######## design 1 ########
==> src/rtl/vga_sync_gen_if.sv <==
// vga_sync_gen_if: timing outputs of vga_sync_gen; pattern ports exist only with VGA_SYNC_PATTERN_EN.
interface vga_sync_gen_if;
  logic       o_HSync;
  logic       o_VSync;
  logic       o_HSync_Dly;
  logic       o_VSync_Dly;
  logic       o_Active;
  logic [9:0] o_Col;
  logic [9:0] o_Row;
  logic       o_Line_Start;
  logic       o_Frame_Start;
  logic [7:0] o_Frame_Count;
`ifdef VGA_SYNC_PATTERN_EN
  logic [2:0] o_Pat_Red;
  logic [2:0] o_Pat_Grn;
  logic [2:0] o_Pat_Blu;
  modport master(output o_HSync, o_VSync, o_HSync_Dly, o_VSync_Dly, o_Active, o_Col, o_Row,
                 o_Line_Start, o_Frame_Start, o_Frame_Count, o_Pat_Red, o_Pat_Grn, o_Pat_Blu);
  modport slave(input o_HSync, o_VSync, o_HSync_Dly, o_VSync_Dly, o_Active, o_Col, o_Row,
                o_Line_Start, o_Frame_Start, o_Frame_Count, o_Pat_Red, o_Pat_Grn, o_Pat_Blu);
`else
  modport master(output o_HSync, o_VSync, o_HSync_Dly, o_VSync_Dly, o_Active, o_Col, o_Row,
                 o_Line_Start, o_Frame_Start, o_Frame_Count);
  modport slave(input o_HSync, o_VSync, o_HSync_Dly, o_VSync_Dly, o_Active, o_Col, o_Row,
                o_Line_Start, o_Frame_Start, o_Frame_Count);
`endif
endinterface

==> src/rtl/vga_sync_gen.sv <==
// vga_sync_gen: free-running VGA timing generator with delayed sync copies.
// Optional colour-bar pattern outputs when VGA_SYNC_PATTERN_EN is defined.
module vga_sync_gen #(
  parameter int H_ACTIVE   = 640,
  parameter int H_FP       = 16,
  parameter int H_SYNC     = 96,
  parameter int H_BP       = 48,
  parameter int V_ACTIVE   = 480,
  parameter int V_FP       = 10,
  parameter int V_SYNC     = 2,
  parameter int V_BP       = 33,
  parameter int SYNC_DELAY = 2
) (
  input  logic          i_Clk,
  input  logic          i_Reset,
  vga_sync_gen_if.master bus
);
  localparam logic [9:0] HT_M1 = 10'(H_ACTIVE + H_FP + H_SYNC + H_BP - 1);
  localparam logic [9:0] VT_M1 = 10'(V_ACTIVE + V_FP + V_SYNC + V_BP - 1);
  localparam logic [9:0] HA    = 10'(H_ACTIVE);
  localparam logic [9:0] VA    = 10'(V_ACTIVE);
  localparam logic [9:0] HS0   = 10'(H_ACTIVE + H_FP);
  localparam logic [9:0] HS1   = 10'(H_ACTIVE + H_FP + H_SYNC);
  localparam logic [9:0] VS0   = 10'(V_ACTIVE + V_FP);
  localparam logic [9:0] VS1   = 10'(V_ACTIVE + V_FP + V_SYNC);
  logic       r_run;
  logic [9:0] r_col, r_row;
  logic       r_hs, r_vs, r_act, r_ls, r_fs;
  logic [7:0] r_cnt;
  logic       w_eol, w_act;
  logic [9:0] w_col, w_row;
  // r_run is low for the reset state so the first free edge loads (0,0) rather than advancing
  always_comb begin
    w_eol = r_col == HT_M1;
    w_col = (!r_run || w_eol) ? '0 : r_col + 10'd1;
    w_row = !r_run ? '0 : !w_eol ? r_row : (r_row == VT_M1) ? '0 : r_row + 10'd1;
    w_act = (w_col < HA) && (w_row < VA);
  end
  always_ff @(posedge i_Clk) begin
    if (i_Reset) begin
      r_run <= 1'b0;
      r_col <= '0;
      r_row <= '0;
      r_act <= 1'b0;
      r_hs  <= 1'b1;
      r_vs  <= 1'b1;
      r_ls  <= 1'b0;
      r_fs  <= 1'b0;
      r_cnt <= '0;
    end else begin
      r_run <= 1'b1;
      r_col <= w_col;
      r_row <= w_row;
      r_act <= w_act;
      r_hs  <= !((w_col >= HS0) && (w_col < HS1));
      r_vs  <= !((w_row >= VS0) && (w_row < VS1));
      r_ls  <= w_col == '0;
      r_fs  <= (w_col == '0) && (w_row == '0);
      r_cnt <= r_cnt + 8'(r_run && (w_col == '0) && (w_row == '0));
    end
  end
  assign bus.o_Col         = r_col;
  assign bus.o_Row         = r_row;
  assign bus.o_Active      = r_act;
  assign bus.o_HSync       = r_hs;
  assign bus.o_VSync       = r_vs;
  assign bus.o_Line_Start  = r_ls;
  assign bus.o_Frame_Start = r_fs;
  assign bus.o_Frame_Count = r_cnt;
  if (SYNC_DELAY == 0) begin : g_nodly
    assign bus.o_HSync_Dly = r_hs;
    assign bus.o_VSync_Dly = r_vs;
  end else begin : g_dly
    logic [SYNC_DELAY-1:0] r_hd, r_vd;
    always_ff @(posedge i_Clk) begin
      if (i_Reset) begin
        r_hd <= '1;
        r_vd <= '1;
      end else begin
        r_hd <= SYNC_DELAY'({r_hd, r_hs});
        r_vd <= SYNC_DELAY'({r_vd, r_vs});
      end
    end
    assign bus.o_HSync_Dly = r_hd[SYNC_DELAY-1];
    assign bus.o_VSync_Dly = r_vd[SYNC_DELAY-1];
  end
`ifdef VGA_SYNC_PATTERN_EN
  logic [2:0] r_red, r_grn, r_blu;
  logic [2:0] w_idx;
  assign w_idx = 3'(w_col / 10'(H_ACTIVE / 8));
  always_ff @(posedge i_Clk) begin
    if (i_Reset || !w_act) begin
      r_red <= '0;
      r_grn <= '0;
      r_blu <= '0;
    end else begin
      r_red <= {3{w_idx[2]}};
      r_grn <= {3{w_idx[1]}};
      r_blu <= {3{w_idx[0]}};
    end
  end
  assign bus.o_Pat_Red = r_red;
  assign bus.o_Pat_Grn = r_grn;
  assign bus.o_Pat_Blu = r_blu;
`endif
endmodule
==> src/flat_wrapper.sv <==
// flat-port wrapper written by rule: the top's interface ports become plain ports
module vga_sync_gen_flat 
#(
  parameter int H_ACTIVE   = 640,
  parameter int H_FP       = 16,
  parameter int H_SYNC     = 96,
  parameter int H_BP       = 48,
  parameter int V_ACTIVE   = 480,
  parameter int V_FP       = 10,
  parameter int V_SYNC     = 2,
  parameter int V_BP       = 33,
  parameter int SYNC_DELAY = 2
)
  (i_Clk, i_Reset, bus_o_HSync, bus_o_VSync, bus_o_HSync_Dly, bus_o_VSync_Dly, bus_o_Active, bus_o_Col, bus_o_Row, bus_o_Line_Start, bus_o_Frame_Start, bus_o_Frame_Count);
  vga_sync_gen_if bus_i ();
  input  logic i_Clk;
  input  logic i_Reset;
  output wire logic [$bits(bus_i.o_HSync)-1:0] bus_o_HSync;
  output wire logic [$bits(bus_i.o_VSync)-1:0] bus_o_VSync;
  output wire logic [$bits(bus_i.o_HSync_Dly)-1:0] bus_o_HSync_Dly;
  output wire logic [$bits(bus_i.o_VSync_Dly)-1:0] bus_o_VSync_Dly;
  output wire logic [$bits(bus_i.o_Active)-1:0] bus_o_Active;
  output wire logic [$bits(bus_i.o_Col)-1:0] bus_o_Col;
  output wire logic [$bits(bus_i.o_Row)-1:0] bus_o_Row;
  output wire logic [$bits(bus_i.o_Line_Start)-1:0] bus_o_Line_Start;
  output wire logic [$bits(bus_i.o_Frame_Start)-1:0] bus_o_Frame_Start;
  output wire logic [$bits(bus_i.o_Frame_Count)-1:0] bus_o_Frame_Count;
  assign bus_o_HSync = bus_i.o_HSync;
  assign bus_o_VSync = bus_i.o_VSync;
  assign bus_o_HSync_Dly = bus_i.o_HSync_Dly;
  assign bus_o_VSync_Dly = bus_i.o_VSync_Dly;
  assign bus_o_Active = bus_i.o_Active;
  assign bus_o_Col = bus_i.o_Col;
  assign bus_o_Row = bus_i.o_Row;
  assign bus_o_Line_Start = bus_i.o_Line_Start;
  assign bus_o_Frame_Start = bus_i.o_Frame_Start;
  assign bus_o_Frame_Count = bus_i.o_Frame_Count;
  vga_sync_gen #(.H_ACTIVE(H_ACTIVE), .H_FP(H_FP), .H_SYNC(H_SYNC), .H_BP(H_BP), .V_ACTIVE(V_ACTIVE), .V_FP(V_FP), .V_SYNC(V_SYNC), .V_BP(V_BP), .SYNC_DELAY(SYNC_DELAY)) u_core (.i_Clk(i_Clk), .i_Reset(i_Reset), .bus(bus_i));
endmodule
==> config.mk <==
export PLATFORM = sky130hd
export DESIGN_NAME = vga_sync_gen_flat
export DESIGN_NICKNAME = d
export VERILOG_FILES = /design/src/rtl/vga_sync_gen_if.sv /design/src/rtl/vga_sync_gen.sv /design/src/flat_wrapper.sv
export SDC_FILE = /design/constraint.sdc
export NUM_CORES = 1
export LEC_CHECK = 0
export CAP_MARGIN = 10
export CORE_MARGIN = 2
export CORE_UTILIZATION = 53
export CTS_BUF_LIST = sky130_fd_sc_hd__clkbuf_4
export DETAILED_ROUTE_END_ITERATION = 16
export HOLD_SLACK_MARGIN = 0.08
export PLACE_DENSITY = 0.82
export SLEW_MARGIN = 20
export SYNTH_ARGS = -nofsm -noshare
export SYNTH_HDL_FRONTEND = slang
export SYNTH_SLANG_ARGS = --single-unit
==> constraint.sdc <==
create_clock -name i_Clk -period 3.3 [get_ports i_Clk]
set_input_delay 0.33 -clock i_Clk [delete_from_list [all_inputs] [get_ports i_Clk]]
set_output_delay 0.33 -clock i_Clk [all_outputs]
set_load 0.02 [all_outputs]
######## design 2 ########
===== src/rtl/interrupt_source_capture_if.sv =====
// APB-style register access bundle for the interrupt source capture block.
interface interrupt_source_capture_if #(
    parameter int unsigned NUM_INTR = 16,
    parameter int unsigned ADDR_W   = 3
);
    logic                penable;
    logic                pwrite;
    logic [ADDR_W-1:0]   paddr;
    logic [NUM_INTR-1:0] pwdata;
    logic                pready;
    logic [NUM_INTR-1:0] prdata;

    modport master (
        output penable, pwrite, paddr, pwdata,
        input  pready, prdata
    );

    modport slave (
        input  penable, pwrite, paddr, pwdata,
        output pready, prdata
    );
endinterface


===== src/rtl/interrupt_source_capture.sv =====
// Front end of the interrupt controller: synchronises raw IRQ lines, captures level/edge
// requests into a pending register and drives the masked pending vector.
module interrupt_source_capture #(
    parameter int unsigned NUM_INTR    = 16,
    parameter int unsigned WIDTH       = $clog2(NUM_INTR),
    parameter int unsigned ADDR_W      = 3,
    parameter int unsigned SYNC_STAGES = 2
) (
    input  logic                      pclk_i,
    input  logic                      prst_i,
    interrupt_source_capture_if.slave apb,
    input  logic [NUM_INTR-1:0]       irq_raw_i,
    input  logic                      intr_ack_i,
    input  logic [WIDTH-1:0]          intr_ack_id_i,
    output logic [NUM_INTR-1:0]       interrupt_active_o
);

    localparam logic [ADDR_W-1:0] A_MASK = ADDR_W'(0);
    localparam logic [ADDR_W-1:0] A_MODE = ADDR_W'(1);
    localparam logic [ADDR_W-1:0] A_PEND = ADDR_W'(2);
    localparam logic [ADDR_W-1:0] A_RAW  = ADDR_W'(3);
    localparam logic [ADDR_W-1:0] A_OVF  = ADDR_W'(4);

    logic [NUM_INTR-1:0] r_sync [SYNC_STAGES];
    logic [NUM_INTR-1:0] r_prev;
    logic [NUM_INTR-1:0] r_mask;
    logic [NUM_INTR-1:0] r_mode;
    logic [NUM_INTR-1:0] r_pend;
    logic [NUM_INTR-1:0] r_ovf;
    logic [NUM_INTR-1:0] r_active;
    logic [NUM_INTR-1:0] r_prdata;
    logic                r_pready;

    logic                w_wr;
    logic                w_rd;
    logic [NUM_INTR-1:0] w_sync;
    logic [NUM_INTR-1:0] w_rise;
    logic [NUM_INTR-1:0] w_ack_clr;
    logic [NUM_INTR-1:0] w_w1c_pend;
    logic [NUM_INTR-1:0] w_w1c_ovf;
    logic [NUM_INTR-1:0] w_mode_flip;
    logic [NUM_INTR-1:0] w_edge_clr;
    logic [NUM_INTR-1:0] w_pend_d;
    logic [NUM_INTR-1:0] w_ovf_d;
    logic [NUM_INTR-1:0] w_rd_data;

    assign w_wr   = apb.penable & apb.pwrite;
    assign w_rd   = apb.penable & ~apb.pwrite;
    assign w_sync = r_sync[SYNC_STAGES-1];
    assign w_rise = w_sync & ~r_prev;

    // Out-of-range ids shift the one-hot off the top and clear nothing.
    assign w_ack_clr   = intr_ack_i ? (NUM_INTR'(1) << intr_ack_id_i) : '0;
    assign w_w1c_pend  = (w_wr && apb.paddr == A_PEND) ? apb.pwdata : '0;
    assign w_w1c_ovf   = (w_wr && apb.paddr == A_OVF) ? apb.pwdata : '0;
    assign w_mode_flip = (w_wr && apb.paddr == A_MODE) ? (apb.pwdata ^ r_mode) : '0;
    assign w_edge_clr  = w_ack_clr | w_w1c_pend;

    // Edge lines: a new rise wins over a same-cycle clear; a rise on an already-pending
    // line that is not being cleared in that cycle is an overflow.
    always_comb begin
        w_pend_d = ((~r_mode & w_sync) | (r_mode & (w_rise | (r_pend & ~w_edge_clr))))
                   & ~w_mode_flip;
        w_ovf_d  = (r_ovf & ~w_w1c_ovf) | (r_mode & w_rise & r_pend & ~w_edge_clr);
    end

    always_comb begin
        w_rd_data = '0;
        case (apb.paddr)
            A_MASK:  w_rd_data = r_mask;
            A_MODE:  w_rd_data = r_mode;
            A_PEND:  w_rd_data = r_pend;
            A_RAW:   w_rd_data = w_sync;
            A_OVF:   w_rd_data = r_ovf;
            default: w_rd_data = '0;
        endcase
    end

    always_ff @(posedge pclk_i or posedge prst_i) begin
        if (prst_i) begin
            for (int s = 0; s < SYNC_STAGES; s++) begin
                r_sync[s] <= '0;
            end
            r_prev   <= '0;
            r_mask   <= '0;
            r_mode   <= '0;
            r_pend   <= '0;
            r_ovf    <= '0;
            r_active <= '0;
            r_prdata <= '0;
            r_pready <= 1'b0;
        end else begin
            r_sync[0] <= irq_raw_i;
            for (int s = 1; s < SYNC_STAGES; s++) begin
                r_sync[s] <= r_sync[s-1];
            end
            r_prev   <= w_sync;
            r_pend   <= w_pend_d;
            r_ovf    <= w_ovf_d;
            r_active <= r_pend & r_mask;
            r_pready <= apb.penable;
            if (w_wr && apb.paddr == A_MASK) begin
                r_mask <= apb.pwdata;
            end
            if (w_wr && apb.paddr == A_MODE) begin
                r_mode <= apb.pwdata;
            end
            if (w_rd) begin
                r_prdata <= w_rd_data;
            end
        end
    end

    assign apb.pready         = r_pready;
    assign apb.prdata         = r_prdata;
    assign interrupt_active_o = r_active;

endmodule

===== src/flat_wrapper.sv =====
// flat-port wrapper written by rule: the top's interface ports become plain ports
module interrupt_source_capture_flat 
#(
    parameter int unsigned NUM_INTR    = 16,
    parameter int unsigned WIDTH       = $clog2(NUM_INTR),
    parameter int unsigned ADDR_W      = 3,
    parameter int unsigned SYNC_STAGES = 2
)
  (pclk_i, prst_i, irq_raw_i, intr_ack_i, intr_ack_id_i, interrupt_active_o, apb_penable, apb_pwrite, apb_paddr, apb_pwdata, apb_pready, apb_prdata);
  interrupt_source_capture_if #(.NUM_INTR(NUM_INTR), .ADDR_W(ADDR_W)) apb_i ();
  input  logic pclk_i;
  input  logic prst_i;
  input  logic [NUM_INTR-1:0] irq_raw_i;
  input  logic intr_ack_i;
  input  logic [WIDTH-1:0] intr_ack_id_i;
  output logic [NUM_INTR-1:0] interrupt_active_o;
  input wire logic [$bits(apb_i.penable)-1:0] apb_penable;
  input wire logic [$bits(apb_i.pwrite)-1:0] apb_pwrite;
  input wire logic [$bits(apb_i.paddr)-1:0] apb_paddr;
  input wire logic [$bits(apb_i.pwdata)-1:0] apb_pwdata;
  output wire logic [$bits(apb_i.pready)-1:0] apb_pready;
  output wire logic [$bits(apb_i.prdata)-1:0] apb_prdata;
  assign apb_i.penable = apb_penable;
  assign apb_i.pwrite = apb_pwrite;
  assign apb_i.paddr = apb_paddr;
  assign apb_i.pwdata = apb_pwdata;
  assign apb_pready = apb_i.pready;
  assign apb_prdata = apb_i.prdata;
  interrupt_source_capture #(.NUM_INTR(NUM_INTR), .WIDTH(WIDTH), .ADDR_W(ADDR_W), .SYNC_STAGES(SYNC_STAGES)) u_core (.pclk_i(pclk_i), .prst_i(prst_i), .apb(apb_i), .irq_raw_i(irq_raw_i), .intr_ack_i(intr_ack_i), .intr_ack_id_i(intr_ack_id_i), .interrupt_active_o(interrupt_active_o));
endmodule

===== config.mk =====
export PLATFORM = sky130hd
export DESIGN_NAME = interrupt_source_capture_flat
export DESIGN_NICKNAME = d
export VERILOG_FILES = /design/src/rtl/interrupt_source_capture_if.sv /design/src/rtl/interrupt_source_capture.sv /design/src/flat_wrapper.sv
export SDC_FILE = /design/constraint.sdc
export NUM_CORES = 1
export LEC_CHECK = 0
export ABC_CLOCK_PERIOD_IN_PS = 12700
export CAP_MARGIN = 25
export CORE_UTILIZATION = 40
export CTS_BUF_LIST = sky130_fd_sc_hd__clkbuf_2
export DETAILED_ROUTE_END_ITERATION = 7
export GPL_TIMING_DRIVEN = 0
export PLACE_DENSITY = 0.68
export SYNTH_ARGS = -nofsm -noshare
export SYNTH_HDL_FRONTEND = slang
export SYNTH_SLANG_ARGS = --single-unit

===== constraint.sdc =====
create_clock -name pclk_i -period 12.7 [get_ports pclk_i]
set_input_delay 1.27 -clock pclk_i [delete_from_list [all_inputs] [get_ports pclk_i]]
set_output_delay 1.27 -clock pclk_i [all_outputs]
set_load 0.01 [all_outputs]

######## design 3 ########
===== src/rtl/fixed_accumulate.sv =====
// fixed_accumulate
// ----------------
// Frame accumulator for signed fixed-point sample streams.
// Sums exactly LENGTH valid samples per frame in a widened accumulator.
// At the end of each frame it emits one BITS-wide result: the sum, or the
// frame mean when AVERAGE = 1.
//
// Parameters:
//   BITS      sample/result width (two's complement)
//   PRECISION fixed-point format tag; informational only, no rescale is done
//   LENGTH    samples per frame, power of two in 2..256
//   AVERAGE   0 = output sum, 1 = output sum >>> log2(LENGTH)
//
// Ports:
//   clk           clock, rising edge
//   rst           synchronous active-high reset (also zeroes c/overflow)
//   clear         discards the partial frame; c/overflow hold
//   in_valid      a is valid this cycle
//   a             signed sample
//   out_valid     one-cycle pulse, c and overflow valid
//   c             frame result, held until the next result
//   overflow      frame sum was outside the BITS range (sum mode only)
//   sample_count  samples accepted in the current frame
//
// Optional feature:
//   FIXED_ACCUMULATE_SATURATE_EN  when defined, sum-mode results clamp to
//   the BITS range on overflow; otherwise they wrap.

module fixed_accumulate #(
  parameter int BITS      = 8,
  parameter     PRECISION = "FIXED_04_04",
  parameter int LENGTH    = 4,
  parameter int AVERAGE   = 0
) (
  input  logic                       clk,
  input  logic                       rst,
  input  logic                       clear,
  input  logic                       in_valid,
  input  logic [BITS-1:0]            a,
  output logic                       out_valid,
  output logic [BITS-1:0]            c,
  output logic                       overflow,
  output logic [$clog2(LENGTH)-1:0]  sample_count
);

  localparam int LOG2  = $clog2(LENGTH);
  localparam int ACC_W = BITS + LOG2;
  localparam logic [LOG2-1:0] LAST = LOG2'(LENGTH - 1);

  // Elaboration-time sanity checks on the configuration.
  if (LENGTH < 2 || LENGTH > 256 || (LENGTH & (LENGTH - 1)) != 0) begin : g_bad_length
    $error("fixed_accumulate: LENGTH must be a power of two in 2..256");
  end
  if (AVERAGE != 0 && AVERAGE != 1) begin : g_bad_average
    $error("fixed_accumulate: AVERAGE must be 0 or 1");
  end
  if (PRECISION == '0) begin : g_bad_precision
    $error("fixed_accumulate: PRECISION tag must not be empty");
  end

  typedef enum logic {
    IDLE,
    ACCUM
  } state_t;

  state_t                  state;
  logic signed [ACC_W-1:0] acc;
  logic signed [ACC_W-1:0] total;
  logic [LOG2-1:0]         count;
  logic [BITS-1:0]         result;
  logic                    result_ovf;

  assign sample_count = count;

  // Sign-extension by LOG2 bits guarantees LENGTH samples never wrap.
  assign total = acc + $signed({{LOG2{a[BITS-1]}}, a});

  // The sum fits in BITS exactly when the top LOG2+1 bits are all equal.
  // The arithmetic shift right by LOG2 is simply the upper BITS bits of
  // the ACC_W-wide total, so the mean always fits.
  always_comb begin
    result     = total[BITS-1:0];
    result_ovf = 1'b0;
    if (AVERAGE != 0) begin
      result = total[ACC_W-1:LOG2];
    end else begin
      result_ovf = !((&total[ACC_W-1:BITS-1]) || !(|total[ACC_W-1:BITS-1]));
`ifdef FIXED_ACCUMULATE_SATURATE_EN
      if (result_ovf) begin
        result = total[ACC_W-1] ? {1'b1, {(BITS-1){1'b0}}}
                                : {1'b0, {(BITS-1){1'b1}}};
      end
`endif
    end
  end

  // Frame FSM. The LENGTH-th sample dumps the result and returns to IDLE in
  // the same edge, so a sample on the following cycle starts a new frame.
  always_ff @(posedge clk) begin
    out_valid <= 1'b0;
    if (rst) begin
      state    <= IDLE;
      acc      <= '0;
      count    <= '0;
      c        <= '0;
      overflow <= 1'b0;
    end else if (clear) begin
      state <= IDLE;
      acc   <= '0;
      count <= '0;
    end else if (in_valid) begin
      if (state == ACCUM && count == LAST) begin
        state     <= IDLE;
        acc       <= '0;
        count     <= '0;
        c         <= result;
        overflow  <= result_ovf;
        out_valid <= 1'b1;
      end else begin
        state <= ACCUM;
        acc   <= total;
        count <= count + 1'b1;
      end
    end
  end

endmodule

===== config.mk =====
export PLATFORM = sky130hd
export DESIGN_NAME = fixed_accumulate
export DESIGN_NICKNAME = d
export VERILOG_FILES = /design/src/rtl/fixed_accumulate.sv
export SDC_FILE = /design/constraint.sdc
export NUM_CORES = 1
export LEC_CHECK = 0
export ABC_AREA = 1
export CORE_MARGIN = 1.5
export CORE_UTILIZATION = 35
export CTS_CLUSTER_SIZE = 40
export DETAILED_ROUTE_END_ITERATION = 10
export PLACE_DENSITY_LB_ADDON = 0.15
export SLEW_MARGIN = 20
export SYNTH_ARGS = -nofsm -noshare
export SYNTH_HDL_FRONTEND = slang
export SYNTH_SLANG_ARGS = --single-unit

===== constraint.sdc =====
create_clock -name clk -period 3.3 [get_ports clk]
set_input_delay 0.825 -clock clk [delete_from_list [all_inputs] [get_ports clk]]
set_output_delay 0.825 -clock clk [all_outputs]
set_load 0.03 [all_outputs]


==> notes/layouts.md <==
Pictures saved along the way, in no particular order.

Signal wires on met2.
picture 1
Scale: 8 px per um.
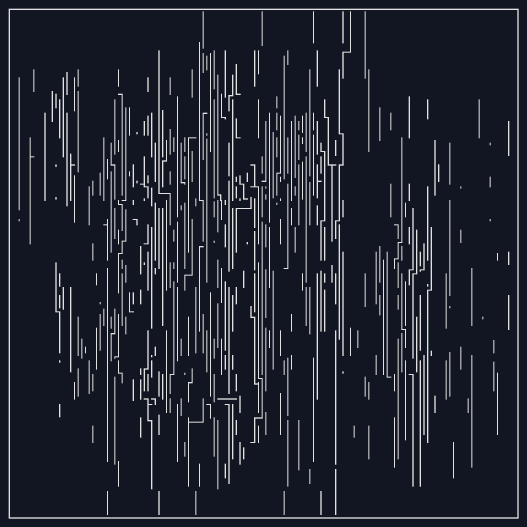
picture 2
Scale: 4 px per um.
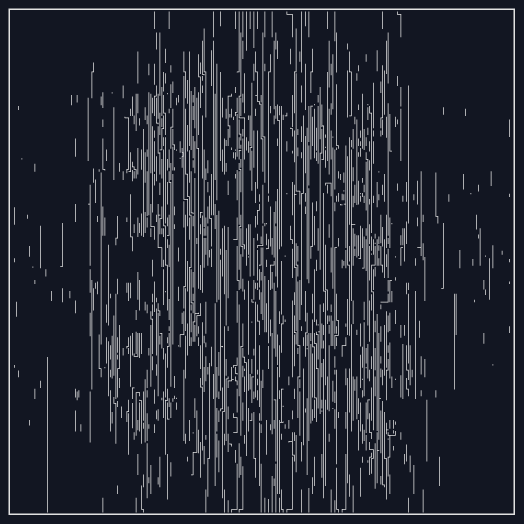
picture 3
Scale: 8 px per um.
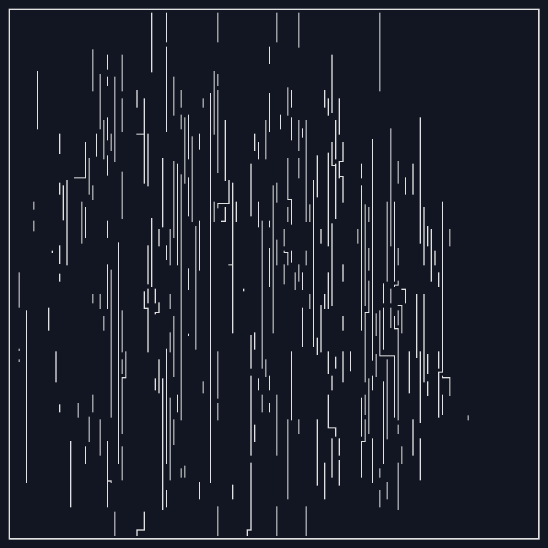
The one with the largest die is picture 2.
- picture 3 = design 3
- picture 2 = design 2
- picture 1 = design 1

Key to picture 1:
235 nets have wire on it. The longest straight run is 24.1 um. The layer holds 47% of the routed length. The layer carries 2,010 um of wire. The wires run mostly vertical.

Figure 1. Cell outlines without signal wires (design 3).
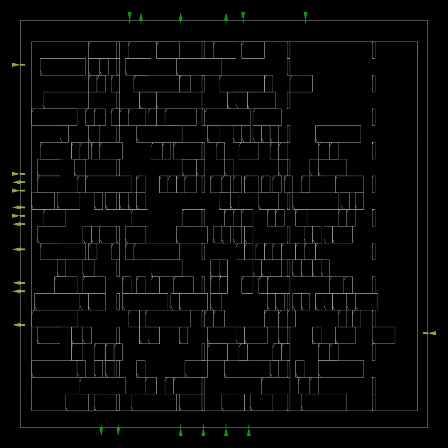
Tap Count: 48
Seq Cell Count: 23

==> impl_metrics.toml, design 3 <==
# generated from flow reports
[finish]
drive_gt1_share_pct = 6.90
logic_area_um2 = 811
nNetsFinal = 256
nNonClkInverters = 27
sh_comb_area_pct = 47.1
final_cell_mix = "72 x nand2_1, 26 x inv_1, 23 x dfxtp_1, 23 x clkdlybuf4s50_1, 19 x nor2_1"
n_all_buffers = 25
clock_cell_area_share_pct = 2.61
seq_share_pct = 26.7

[hold_path]
hold_depth = 2
hold_path.class = "register to register"

[global_route]
gr-usage-all-layers_pct = 16.3
grt_pass1_vias = 1189
grtUsageMet1_pct = 22.8

[synth]
synth-xor-area-share_pct = 3.15
synthesis.area_um2 = 1390
simple_gate_area_share_pct = 33.0
synth_cell_types = 25
ys_seq_share_pct = 33.1
aoi_share_pct = 11.7
mux_share_pct = 0
synth.avg_cell_area_um2 = 6.72

[sta]
final-setup-viol-count = 0
slew_headroom_pct = 68.1

[setup_path]
crit_path_end = "c[6]$_SDFFE_PP0P_"
cp_top_family = "adder cells"
critical_path_class = "input pin to register"
r2r_slack_ns = 1.34
critPathMaxFanout = 3

[drt]
vias_per_cell = 4.68
drtAntennaViolNets = 0
vias = 1310

[clock_tree]
numCtsBuffers = 3
h-tree-depth = 1
insertion_delay_ns = 0.26
cts_setup_buffers = 0
cts_resized = 0

[pwr]
seqPwrFrac_pct = 49.7

[placement]
portBuffers = 23

[die]
die-area_um2 = 4360
fp.dieW_um = 66.0

[run_status]
status = "finished clean"
[design 3: through the flow]
step	power, mW	instance area [um2]	setup slack [ns]	std cells
3_3_place_gp	0.414	1680	0.421	276
4_1_cts	0.591	1720	0.643	280
5_1_grt	0.619	1720	0.464	280
6_report	0.579	1720	0.667	280
3_5_place_dp	0.413	1680	0.355	276
2_1_floorplan	0.374	1390	0.956	207
[design 3: metal layers]
layer | share of wire, % | wire [um]
met1 | 51 | 1570
met5 | 0 | 0
met3 | 2.4 | 75
met2 | 45 | 1380
met4 | 1.6 | 48
[design 3: cell usage after synthesis, drive strengths merged]
library cell | n | area (um2)
nand4 | 2 | 12.5
clkbuf | 2 | 7.51
xor2 | 3 | 26.3
ha | 10 | 125
dfxtp | 23 | 460
a211oi | 1 | 7.51
inv | 27 | 101
a21oi | 17 | 100
nand2 | 73 | 277
or2 | 2 | 12.5
o21ai | 8 | 40.0
nor3 | 2 | 15.0
nor2 | 20 | 77.6
buf | 2 | 10.0
o211ai | 2 | 15.0
fa | 1 | 20.0
xnor2 | 2 | 17.5
nand3 | 10 | 65.1
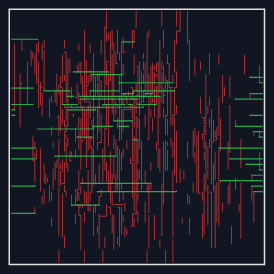
Figure 2: design 1, signal wires by layer.
Scale: 4 px per um. Two of the layers only.
Key: metal 2 = red [wire length 2,010 um]; metal 3 = green [wire length 337 um]
DRT Wirelength: 4250 um
GRT Total Usage: 22.5%
vias after detailed routing: 1,733

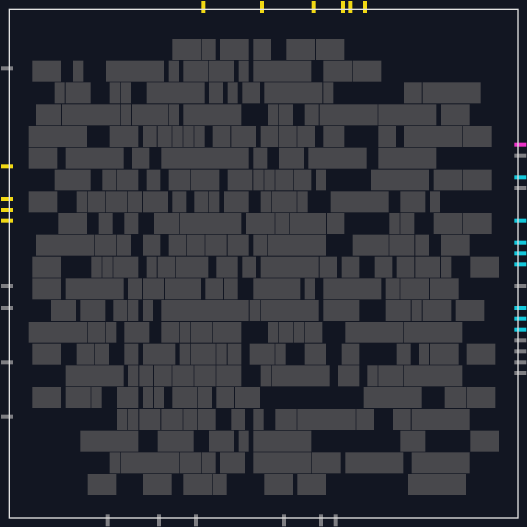
Figure 3: design 1, pin placement.
Scale: 8 px per um. Pins as bars across the die edge, other pins in grey.
Key: bus_o_Frame_Count = cyan [pins 8, direction output, edge right]; bus_o_Row = yellow [pins 10, direction output, edge 6 top, 4 left]; bus_o_VSync_Dly = magenta [pins 1, direction output, edge right]
All pins by edge: 16 right, 9 left, 6 bottom, 6 top.
Die X: 63.4 um
IO Port Bufs: 36
die height: 63.4 um

==> impl_metrics.toml, design 1 <==
# generated from flow reports
[synth]
synthFlopType = "dfxtp_1"
synthesis.area_um2 = 1870
logic_family = "simple AND/OR/NAND/NOR gates"
ys_warn_count = 0
simple_gate_area_share_pct = 29.9
common_cells = "38 x dfxtp_1, 34 x nor2_1, 19 x nand3_1"
syn_nets = 224

[drt]
drtPass1Iterations = 4
highest_layer = "met4"
wl_met3_um = 336
wl_per_cell_um = 14.0

[hold_path]
hold_path_end = "u_core.g_dly.r_hd[1]$_SDFF_PP1_"

[sta]
period_minus_slack_ns = 2.99
fmax_ghz = 0.334
post-route-period-util_pct = 90.6

[clock_tree]
insertion_delay_ns = 0.35
postCtsHoldBufs = 0
cts_resized = 0

[run_status]
status = "finished clean"

[job]
maxCapViolCount = 0
warnings = 27

[die]
fp_util_pct = 55.6

[setup_path]
critPathRequiredTime_ns = 3.55
reg2reg_to = "u_core.bus.o_Frame_Count[6]$_SDFF_PP0_"

[finish]
final_cell_mix = "38 x dfxtp_1, 36 x clkdlybuf4s50_1, 34 x nor2_1, 19 x nand3_1, 15 x xnor2_1"
diodes = 0

[global_route]
grtUsageMet1_pct = 27.4
gr-max-usage-layer = "met2"
antenna_found_initial = 0
design 1: cell type report:
type	instances	area, um2	area share, %
flip-flops and latches	38	761	31.7
clock inverters	3	63.8	2.66
multi-input cells	159	1020	42.4
inverters	7	26.3	1.10
well taps	46	57.6	2.40
clock buffers	5	37.5	1.57
repair buffers	46	435	18.2
design 1: power by group:
group | switching (mW) | total [mW] | internal [mW]
Combinational | 0.0215 | 0.0384 | 0.0169
Clock | 0.159 | 0.392 | 0.233
Sequential | 0.00378 | 0.467 | 0.464
Total | 0.184 | 0.898 | 0.714
design 1: through the flow:
| stage | hold slack, ns | setup WS, ns | power [mW] |
|---|---|---|---|
| floorplan | 0.389 | 0.248 | 0.498 |
| global placement | 0.391 | 0.352 | 0.516 |
| detailed placement | 0.399 | 0.203 | 0.516 |
| CTS | 0.428 | 0.183 | 0.901 |
| global route | 0.432 | 0.0672 | 0.931 |
| finish | 0.428 | 0.310 | 0.898 |
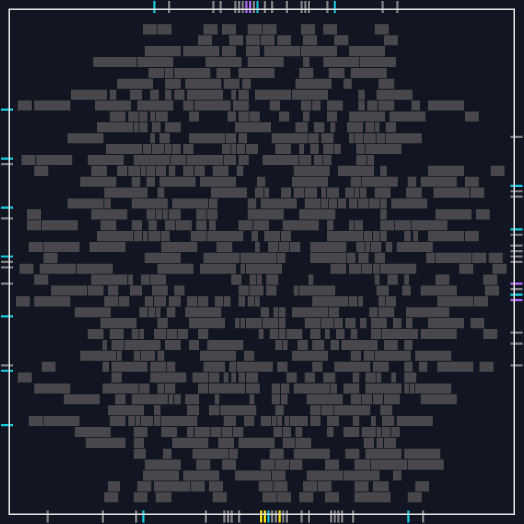
Figure 4: design 2, pin placement.
Scale: 4 px per um. Pins as bars across the die edge, other pins in grey.
Key: apb_paddr = yellow [pins 3, direction input, edge bottom]; irq_raw_i = cyan [pins 16, direction input, edge 7 left, 3 bottom, 3 right, 3 top]; intr_ack_id_i = purple [pins 4, direction input, edge 2 top, 2 right]
All pins by edge: 26 bottom, 21 top, 17 right, 13 left.
IO Port Bufs: 76
die height: 126 um
Die X: 126 um

==> impl_metrics.toml, design 2 <==
# generated from flow reports
[run_status]
status = "finished clean"

[synth]
ys_seq_share_pct = 59.1
synthCells = 494
largest_area_cell = "dfrtp_1"
ys_cells = 494
ys_warn_count = 0

[hold_path]
hold_depth = 0
min_from = "u_core.r_sync[26]$_DFF_PP0_"

[setup_path]
path_cells = "clkdlybuf4s50_1"
cp_top_family = "buffers and inverters"
critical_path_class = "register to output pin"
crit_slowest_cell = "clkdlybuf4s50_1"
critPathBufInv = 1
critPathRequiredTime_ns = 11.43
critPathMaxFanout = 2
crit_path_end = "apb_prdata[15]"

[sta]
skew_ns = 0.0253
slew_headroom_pct = 52.3
final-setup-viol-count = 0
fmax_ghz = 0.330

[pwr]
p_leak_nw = 3.11
power_density_nw_per_um2 = 153
ir_worst_vdd_uv = 55.0

[global_route]
antenna_found_initial = 1
grt_max_degree = 75

[clock_tree]
ctsLongestPathBuffers = 2
numCtsBuffers = 17
cts_tree = "done"
cts_setup_buffers = 0
cts_sinks = 145

[finish]
final_cell_mix = "145 x dfrtp_1, 76 x clkdlybuf4s50_1, 46 x mux2_2, 30 x a22oi_1, 22 x nand2_1"
nNetsFinal = 634

[drt]
met2_length_um = 7450
drt_drc_violations_left = 0

[die]
core_um2 = 14800
fp_util_pct = 41.6
ios = 77

[placement]
dp_hpwl_um = 10300
routabilityCongestion = 0.853
## design 2: flip-flops by register name, summed over array words and instances (netlist names)
name                       count
u_core.apb.prdata             16
u_core.r_pend                 16
u_core.r_mask                 16
u_core.r_ovf                  16
u_core.interrupt_active_o     16
u_core.r_prev                 16
u_core.apb.pready              1
u_core.r_mode                 16
u_core.r_sync                 16
u_core.w_sync                 16
## design 2: cells by family after synthesis
kind of cell    after synthesis  share of synthesized area (%)
compound gates              144                           17.5
buf+inv                      37                           3.12
flops                       145                           59.1
mux                          48                           8.78
simple gates                120                           11.5
## design 2: metrics by stage
step	setup slack, ns	hold WS, ns	cells
after floorplan	7.54	0.331	494
after global placement	5.67	0.332	754
after detailed placement	9.27	0.335	755
after CTS	9.63	0.365	787
after global routing	9.60	0.354	788
final	9.67	0.362	788
## design 2: final cells by class
type,instances,area (um2)
fill,1333,7330
sequential,145,3630
multi-input combinational,312,2320
timing repair buffer,77,788
tap,184,230
clock inverter,14,164
buffer,26,150
clock buffer,18,90.1
inverter,11,46.3
antenna,1,2.50
## design 2: report_power, final
part	switching [mW]	leakage, nW	internal (mW)
logic	0.101	1.22	0.141
clock network	0.167	0.152	0.110
registers	0.0648	1.73	0.548
total	0.333	3.11	0.799


## Gallery

I/O nets highlighted.
Plate I
Scale: 4 px per um.
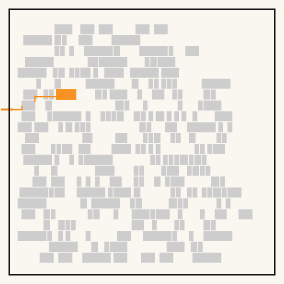
Plate II
Scale: 2 px per um.
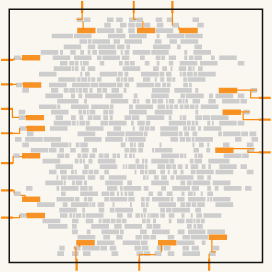
Plate III
Scale: 4 px per um.
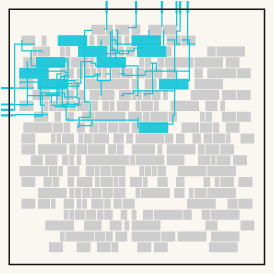
| picture | from |
|---|---|
| Plate III | design 1 |
| Plate I | design 3 |
| Plate II | design 2 |

Key to Plate II:
Key: irq_raw_i = orange [bits 16, direction input, edge 7 left, 3 bottom, 3 right, 3 top, end cells 16, buffers 16, wire 199 um]

Power and IR drop assume default switching activity.
